=== design 1 ===
**Design 1: cell density map**

Bar = 20 µm. The die is cut into 6 by 6 equal tiles; dark blue is low, red is high, 0 to 100% covered.
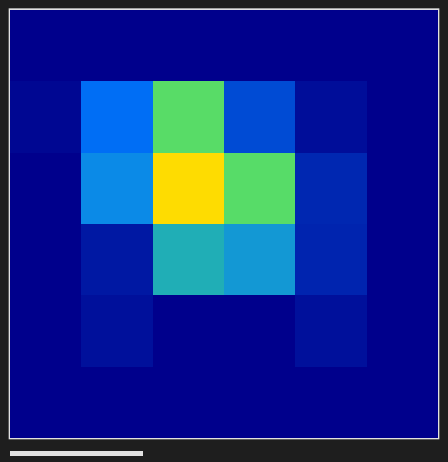

## src/rtl/seq_svm_classifier.sv

```systemverilog
// Sequential one-vs-rest linear SVM: one feature per cycle into 10 class scores, then bias + arg-max.
// W_FLAT/B_FLAT default to zero and are meant to be overridden with the trained Pendigits set.
module seq_svm_classifier #(
    parameter int weightWidth  = 8,
    parameter int feature_bits = 5,
    parameter int N_features   = 17,
    parameter int biasWidth    = 8,
    parameter int inputWidth   = 4,
    parameter logic [10*N_features*weightWidth-1:0] W_FLAT = '0,
    parameter logic [10*biasWidth-1:0]              B_FLAT = '0
) (
    input  logic                             clk,
    input  logic                             rst_n,
    input  logic [N_features*inputWidth-1:0] in,
    output logic                             ready,
    output logic [3:0]                       w_class
);
    localparam int PW = weightWidth + inputWidth + 1;
    localparam int AW = weightWidth + inputWidth + feature_bits + 1;

    typedef enum logic [1:0] {S_ACC, S_FINAL, S_DONE} state_t;

    state_t                  state_q;
    logic [feature_bits-1:0] cnt_q;
    logic signed [AW-1:0]    acc_q   [10];
    logic signed [AW-1:0]    acc_d   [10];
    logic signed [AW-1:0]    score   [10];
    logic signed [weightWidth-1:0] w_sel [10];
    logic signed [PW-1:0]    prod    [10];
    logic [inputWidth-1:0]   x_sel;
    logic signed [AW-1:0]    best;
    logic [3:0]              best_idx;
    logic                    ready_q;
    logic [3:0]              w_class_q;

    // cnt-indexed mux over the constant weight table; folds to per-feature constants
    always_comb begin
        x_sel = '0;
        for (int c = 0; c < 10; c++) w_sel[c] = '0;
        for (int i = 0; i < N_features; i++) begin
            if (cnt_q == feature_bits'(i)) begin
                x_sel = in[i*inputWidth +: inputWidth];
                for (int c = 0; c < 10; c++)
                    w_sel[c] = W_FLAT[(c*N_features+i)*weightWidth +: weightWidth];
            end
        end
    end

    always_comb begin
        for (int c = 0; c < 10; c++) begin
            prod[c]  = PW'(w_sel[c]) * PW'(signed'({1'b0, x_sel}));
            acc_d[c] = acc_q[c] + AW'(prod[c]);
            score[c] = acc_q[c] + AW'(signed'(B_FLAT[c*biasWidth +: biasWidth]));
        end
    end

    // strict greater-than in class order: ties keep the lowest index
    always_comb begin
        best     = score[0];
        best_idx = '0;
        for (int c = 1; c < 10; c++) begin
            if (score[c] > best) begin
                best     = score[c];
                best_idx = 4'(c);
            end
        end
    end

    always_ff @(posedge clk or negedge rst_n) begin
        if (!rst_n) begin
            state_q   <= S_ACC;
            cnt_q     <= '0;
            acc_q     <= '{default: '0};
            ready_q   <= 1'b0;
            w_class_q <= '0;
        end else begin
            case (state_q)
                S_ACC: begin
                    acc_q <= acc_d;
                    cnt_q <= cnt_q + 1'b1;
                    if (cnt_q == feature_bits'(N_features - 1)) state_q <= S_FINAL;
                end
                S_FINAL: begin
                    w_class_q <= best_idx;
                    ready_q   <= 1'b1;
                    cnt_q     <= cnt_q + 1'b1;
                    state_q   <= S_DONE;
                end
                default: ;
            endcase
        end
    end

    assign ready   = ready_q;
    assign w_class = w_class_q;
endmodule

```

## config.mk

```make
export PLATFORM = sky130hd
export DESIGN_NAME = seq_svm_classifier
export DESIGN_NICKNAME = d
export VERILOG_FILES = /design/src/rtl/seq_svm_classifier.sv
export SDC_FILE = /design/constraint.sdc
export NUM_CORES = 1
export LEC_CHECK = 0
export CAP_MARGIN = 10
export CORE_MARGIN = 10
export CORE_UTILIZATION = 20
export DETAILED_ROUTE_END_ITERATION = 8
export HOLD_SLACK_MARGIN = 0.08
export PLACE_DENSITY = 0.82
export SLEW_MARGIN = 20
export SYNTH_ARGS = -nofsm -noshare
export SYNTH_HDL_FRONTEND = slang
export SYNTH_SLANG_ARGS = --single-unit
```

## constraint.sdc

```tcl
create_clock -name clk -period 3.18 [get_ports clk]
set_input_delay 0.318 -clock clk [delete_from_list [all_inputs] [get_ports clk]]
set_output_delay 0.318 -clock clk [all_outputs]
set_load 0.01 [all_outputs]
```

=== design 2 ===
**config.mk**
```make
export PLATFORM = sky130hd
export DESIGN_NAME = program_loader
export DESIGN_NICKNAME = d
export VERILOG_FILES = /design/src/rtl/program_loader_pkg.sv /design/src/rtl/program_loader.sv
export SDC_FILE = /design/constraint.sdc
export NUM_CORES = 1
export LEC_CHECK = 0
export CAP_MARGIN = 20
export CORE_MARGIN = 1.5
export CORE_UTILIZATION = 35
export DETAILED_ROUTE_END_ITERATION = 12
export PLACE_DENSITY_LB_ADDON = 0.08
export SYNTH_ARGS = -nofsm -noshare
export SYNTH_HDL_FRONTEND = slang
export SYNTH_SLANG_ARGS = --single-unit
export TNS_END_PERCENT = 20
```
**constraint.sdc**
```tcl
create_clock -name clk -period 2.1 [get_ports clk]
set_clock_uncertainty 0.2 [all_clocks]
set_input_delay 0.525 -clock clk [delete_from_list [all_inputs] [get_ports clk]]
set_output_delay 0.525 -clock clk [all_outputs]
set_load 0.005 [all_outputs]
```
**src/rtl/program_loader_pkg.sv**
```systemverilog
// Shared definitions for the instruction-memory loader: state encoding,
// default widths shared with fetch/imem, and the frame checksum add.
package program_loader_pkg;

  localparam int ADDR_W_DEF = 8;
  localparam int DATA_W_DEF = 8;

  typedef enum logic [2:0] {
    ST_IDLE = 3'd0,
    ST_LEN  = 3'd1,
    ST_DATA = 3'd2,
    ST_CSUM = 3'd3,
    ST_DONE = 3'd4,
    ST_ERR  = 3'd5
  } state_t;

  // Running checksum step; wraps modulo 2^DATA_W.
  function automatic logic [DATA_W_DEF-1:0] csum_add(
    input logic [DATA_W_DEF-1:0] acc,
    input logic [DATA_W_DEF-1:0] val
  );
    return acc + val;
  endfunction

endpackage

```
**src/rtl/program_loader.sv**
```systemverilog
// Receives a LEN/payload/CSUM frame from the host, writes the payload into
// instruction memory from address 0 and releases the core on a good frame.
module program_loader
  import program_loader_pkg::*;
#(
  parameter int ADDR_W = ADDR_W_DEF,
  parameter int DATA_W = DATA_W_DEF
) (
  input  logic              clk,
  input  logic              reset,
  input  logic              start,
  input  logic              byte_valid,
  input  logic [DATA_W-1:0] byte_data,
  output logic              byte_ready,
  output logic              mem_we,
  output logic [ADDR_W-1:0] mem_waddr,
  output logic [DATA_W-1:0] mem_wdata,
  output logic              core_hold,
  output logic              done,
  output logic              error,
  output logic [ADDR_W:0]   bytes_loaded
);

  localparam logic [ADDR_W:0] FULL_FRAME = {1'b1, {ADDR_W{1'b0}}};

  state_t            state;
  state_t            next_state;
  logic [ADDR_W:0]   remaining;
  logic [ADDR_W-1:0] ptr;
  logic [DATA_W-1:0] sum;
  logic              xfer;

  assign xfer = byte_valid && byte_ready;

  always_ff @(posedge clk) begin
    if (reset) state <= ST_IDLE;
    else       state <= next_state;
  end

  // done/error/core_hold follow the state directly, so they clear together on start.
  always_comb begin
    next_state = state;
    byte_ready = 1'b0;
    case (state)
      ST_IDLE: if (start) next_state = ST_LEN;
      ST_LEN: begin
        byte_ready = 1'b1;
        if (byte_valid) next_state = ST_DATA;
      end
      ST_DATA: begin
        byte_ready = 1'b1;
        if (byte_valid && remaining == (ADDR_W+1)'(1)) next_state = ST_CSUM;
      end
      ST_CSUM: begin
        byte_ready = 1'b1;
        if (byte_valid) next_state = (byte_data == sum) ? ST_DONE : ST_ERR;
      end
      ST_DONE, ST_ERR: if (start) next_state = ST_LEN;
      default: next_state = ST_IDLE;
    endcase
    done      = (state == ST_DONE);
    error     = (state == ST_ERR);
    core_hold = (state != ST_DONE);
  end

  always_ff @(posedge clk) begin
    if (reset) begin
      mem_we       <= 1'b0;
      mem_waddr    <= '0;
      mem_wdata    <= '0;
      remaining    <= '0;
      ptr          <= '0;
      sum          <= '0;
      bytes_loaded <= '0;
    end else begin
      mem_we <= 1'b0;
      case (state)
        ST_IDLE: begin
          sum          <= '0;
          bytes_loaded <= '0;
        end
        ST_LEN: begin
          if (xfer) begin
            remaining <= (byte_data[ADDR_W-1:0] == '0) ? FULL_FRAME
                                                       : {1'b0, byte_data[ADDR_W-1:0]};
            ptr       <= '0;
          end
        end
        ST_DATA: begin
          if (xfer) begin
            mem_we       <= 1'b1;
            mem_waddr    <= ptr;
            mem_wdata    <= byte_data;
            ptr          <= ptr + ADDR_W'(1);
            bytes_loaded <= bytes_loaded + (ADDR_W+1)'(1);
            sum          <= csum_add(sum, byte_data);
            remaining    <= remaining - (ADDR_W+1)'(1);
          end
        end
        ST_DONE, ST_ERR: begin
          if (start) begin
            sum          <= '0;
            bytes_loaded <= '0;
          end
        end
        default: ;
      endcase
    end
  end

endmodule

```
**Design 2: routing congestion map**

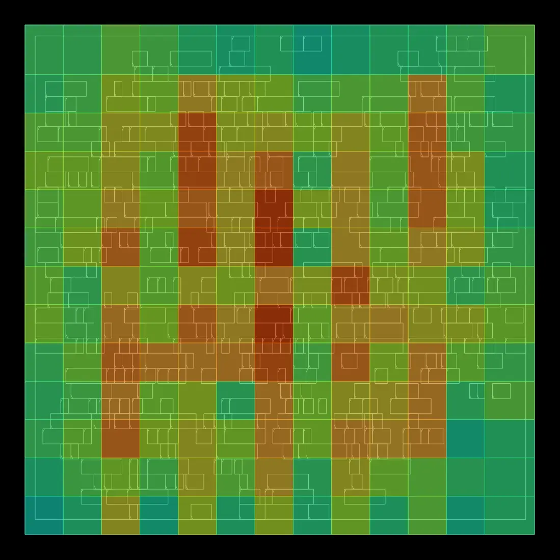
met2 routing resource usage after global routing: 0.3016
final core occ: 0.4922
most heavily used metal layer in global routing: met2
global-route usage over all layers: 0.1849

==> impl_metrics.json, design 2 <==
{
  "nFlopsAndLatches": 54,
  "cp_top_family": "AND-OR/OR-AND gates",
  "hold-path-cell-count": 2,
  "cts_inserted_buffers": 5,
  "dr_total_vias": 2645,
  "fp_nets": 369,
  "muxShareOfSynthArea": 0,
  "power.density_nw_per_um2": 549.1,
  "placement.cell_area_um2": 3597,
  "layout_top_cells": "sky130_fd_sc_hd__nand2_1, sky130_fd_sc_hd__dfxtp_1, sky130_fd_sc_hd__nor2_1",
  "gr-usage-met1": 0.2546,
  "route.detailed.wl_per_inst_um": 14.43,
  "final.setup.worst_slack_ps": -37.59,
  "synth_compound_gate_area_share": 0.2002,
  "number_of_enable_type_register_cells_in_the_synthesized_netlist": 0,
  "n_antenna_cell": 0,
  "hold-path-endpoint": "mem_waddr[0]$_SDFFE_PP0P_",
  "run_status": "complete, but fails checks",
  "max_slew.worst_pin.slew_ps": 349.6,
  "sequentialPowerShare": 0.521,
  "die_width_um": 91.75,
  "wl_um": 7489,
  "n_tap_cell": 102,
  "fmaxAchievable_ghz": 0.4678,
  "rrSetupSlack_ps": 80,
  "multi_input_comb_area_um2": 1694,
  "seq_cell_power_mw": 1.08,
  "drt-vias-per-instance": 5.096,
  "route.met2.wl_um": 3434,
  "pg_comb_uw": 398,
  "ctsResizeCount": 23,
  "remaining_drc_errors": 0,
  "top_regs": "bytes_loaded (9), remaining (9)",
  "dp_hpwl_um": 5355,
  "grt_setup_unrepaired": "yes",
  "violated_checks": "negative setup slack",
  "finalSetupViolations": 1,
  "worstReg2RegStart": "sum[1]$_SDFFE_PP0P_",
  "global_route.usage.met3": 0.03483,
  "clk_share": 0.02414,
  "grt_pass1_wl_um": 12620,
  "worst_r2r_path_depth": 6,
  "critical_path.endpoint_type": "flip-flop"
}
## design 2: metrics by stage
| step | std cells | util | total power [mW] | hold WS [ps] | worst slack [ps] |
|---|---|---|---|---|---|
| after detailed placement | 507 | 0.4679 | 1.493 | 250.1 | -652.9 |
| final | 519 | 0.4922 | 2.077 | 260.5 | -37.59 |
| after global placement | 507 | 0.4679 | 1.492 | 243.4 | -596.4 |
| after global routing | 519 | 0.4922 | 2.195 | 283.7 | -64.95 |
| after floorplan | 345 | - | 1.315 | 245.7 | -19.41 |
| after CTS | 519 | 0.4878 | 2.101 | 263.5 | -65.42 |
**Design 1: cells by drive strength**

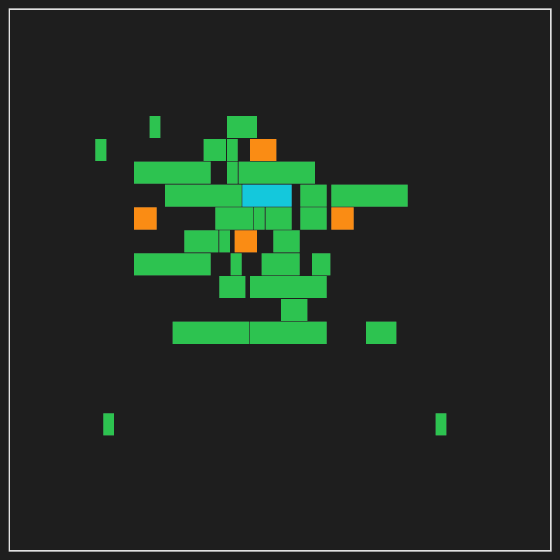
| color | size | cells | share |
|---|---|---|---|
| cyan | drive 2 | 1 | 2.9% |
| green | drive 1 or less | 30 | 86% |
| orange | drive 3 to 4 | 4 | 11% |

## Picture notes: 'cell density map' of design 1
nearly empty tiles: 61%
densest ninth of the die: center
emptiest ninth of the die: south
fullest tile: 75%
mean over tiles: 9.8%

==> impl_metrics.json, design 1 <==
{
  "run_status": "finished, final reports clean",
  "multi_input_comb_area_um2": 150.1,
  "number_of_enable_type_register_cells_in_the_synthesized_netlist": 0,
  "met1_length_um": 245,
  "number_of_antenna_violations_at_the_first_check_in_global_routing": 0,
  "final_core_occ": 0.2442,
  "route.met2.wl_um": 241,
  "global_route.usage.met3": 0.03310,
  "grt.overflow.total": 0,
  "tritoncts": "done",
  "fmaxAchievable_ghz": 0.6960,
  "finish.cell_count_without_fillers": 60,
  "drt-vias-per-instance": 3.467,
  "area.growth.synth_to_final_pct": 11.18,
  "drt_first_pass_iters": 2,
  "synth-async-reset-ratio": 1.000,
  "grt_pass1_vias": 243,
  "fp-utilization": 0.2196,
  "final_period_minus_worst_setup_slack_ps": 1437,
  "place.detailed.instances": 57,
  "design_power_total_uw": 182.7,
  "placement.cell_area_um2": 412.9,
  "cts_inserted_buffers": 3,
  "replace_congestion": 0.6499,
  "layout_worst_path_cycle_share": 0.4518,
  "worst-endpoint-arrival_ps": 1120,
  "clk_root_buffer_cell": "sky130_fd_sc_hd__clkbuf_4",
  "reported_leakage_power_nw": 0.1905,
  "final_nets": 109,
  "register_area_um2": 200.2,
  "clkLatencyLatePin_ps": 250,
  "layout.cells.most_common": "sky130_fd_sc_hd__dfrtp_1",
  "muxShareOfSynthArea": 0.02875,
  "synth.top_cells.by_count": "sky130_fd_sc_hd__dfrtp_1, sky130_fd_sc_hd__buf_4, sky130_fd_sc_hd__xnor2_1",
  "ys_seq_elements": 8,
  "grt_start_max_net_pins": 9,
  "startpoint_type": "flip-flop",
  "cells_yosys": 32,
  "route.antenna.remaining_nets": 0,
  "drive_above_1_share": 0.1429,
  "warning_count": 95,
  "worst_hold_path_type": "in2async",
  "route.detailed.wl_per_inst_um": 9.133,
  "setup_total_negative_slack_ps": 0
}
-- design 1: metrics by stage --
stage	worst slack [ps]	hold slack [ps]
floorplan	2098	22.41
global placement	1998	437.5
detailed placement	1995	450.8
CTS	1722	356.7
global route	1708	377.6
finish	1743	346.9
-- design 1: power by group --
part	internal [mW]	leakage, nW	switching, mW
combinational	0.00109	0.0858	0.00420
sequential	0.102	0.0909	0
clock	0.0430	0.0138	0.0325
-- design 1: final cells by class --
type                    instances  area share
clock buffers                   3     0.05172
multi-input cells              19      0.3448
flip-flops and latches          8      0.4598
well taps                      25     0.07184
inverters                       3     0.02586
repair buffers                  2     0.04598

## Gallery

Wiring heat map.
shot_01.png
Bar = 20 µm. The die is cut into 18 by 18 equal tiles; dark blue is low, red is high, scaled to the fullest tile. Values are wire area over tile area, all layers added.
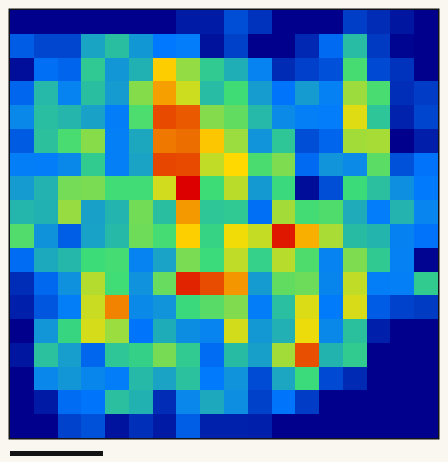
shot_02.png
Bar = 20 µm. The die is cut into 13 by 13 equal tiles; dark blue is low, red is high, scaled to the fullest tile. Values are wire area over tile area, all layers added.
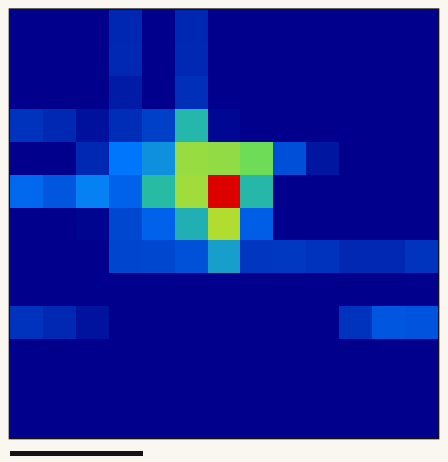
- design 1 = shot_02.png
- design 2 = shot_01.png
Of these, largest die: shot_01.png



==> gallery <==
Placement by cell class.
(a)
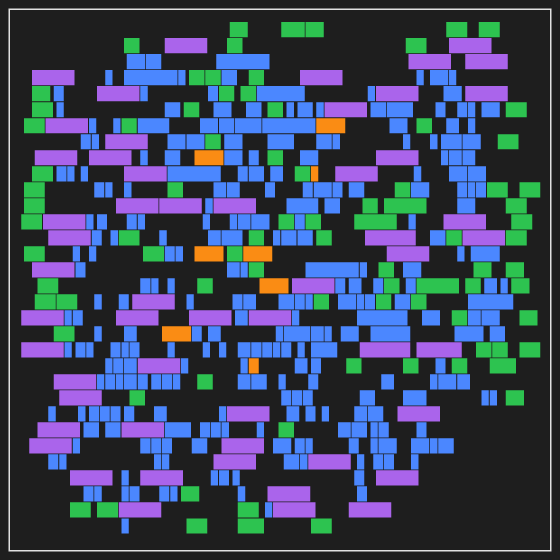
(b)
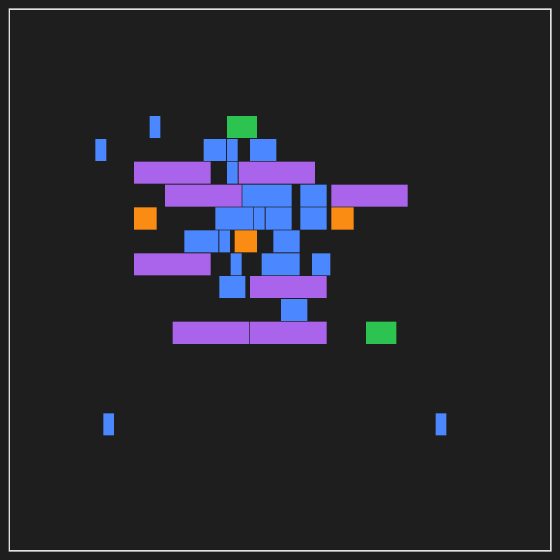
- (a) = design 2
- (b) = design 1
The one with the most cells is (a).
The one with the most sequential cells is (a).

Power is estimated from default activity; no workload was simulated.
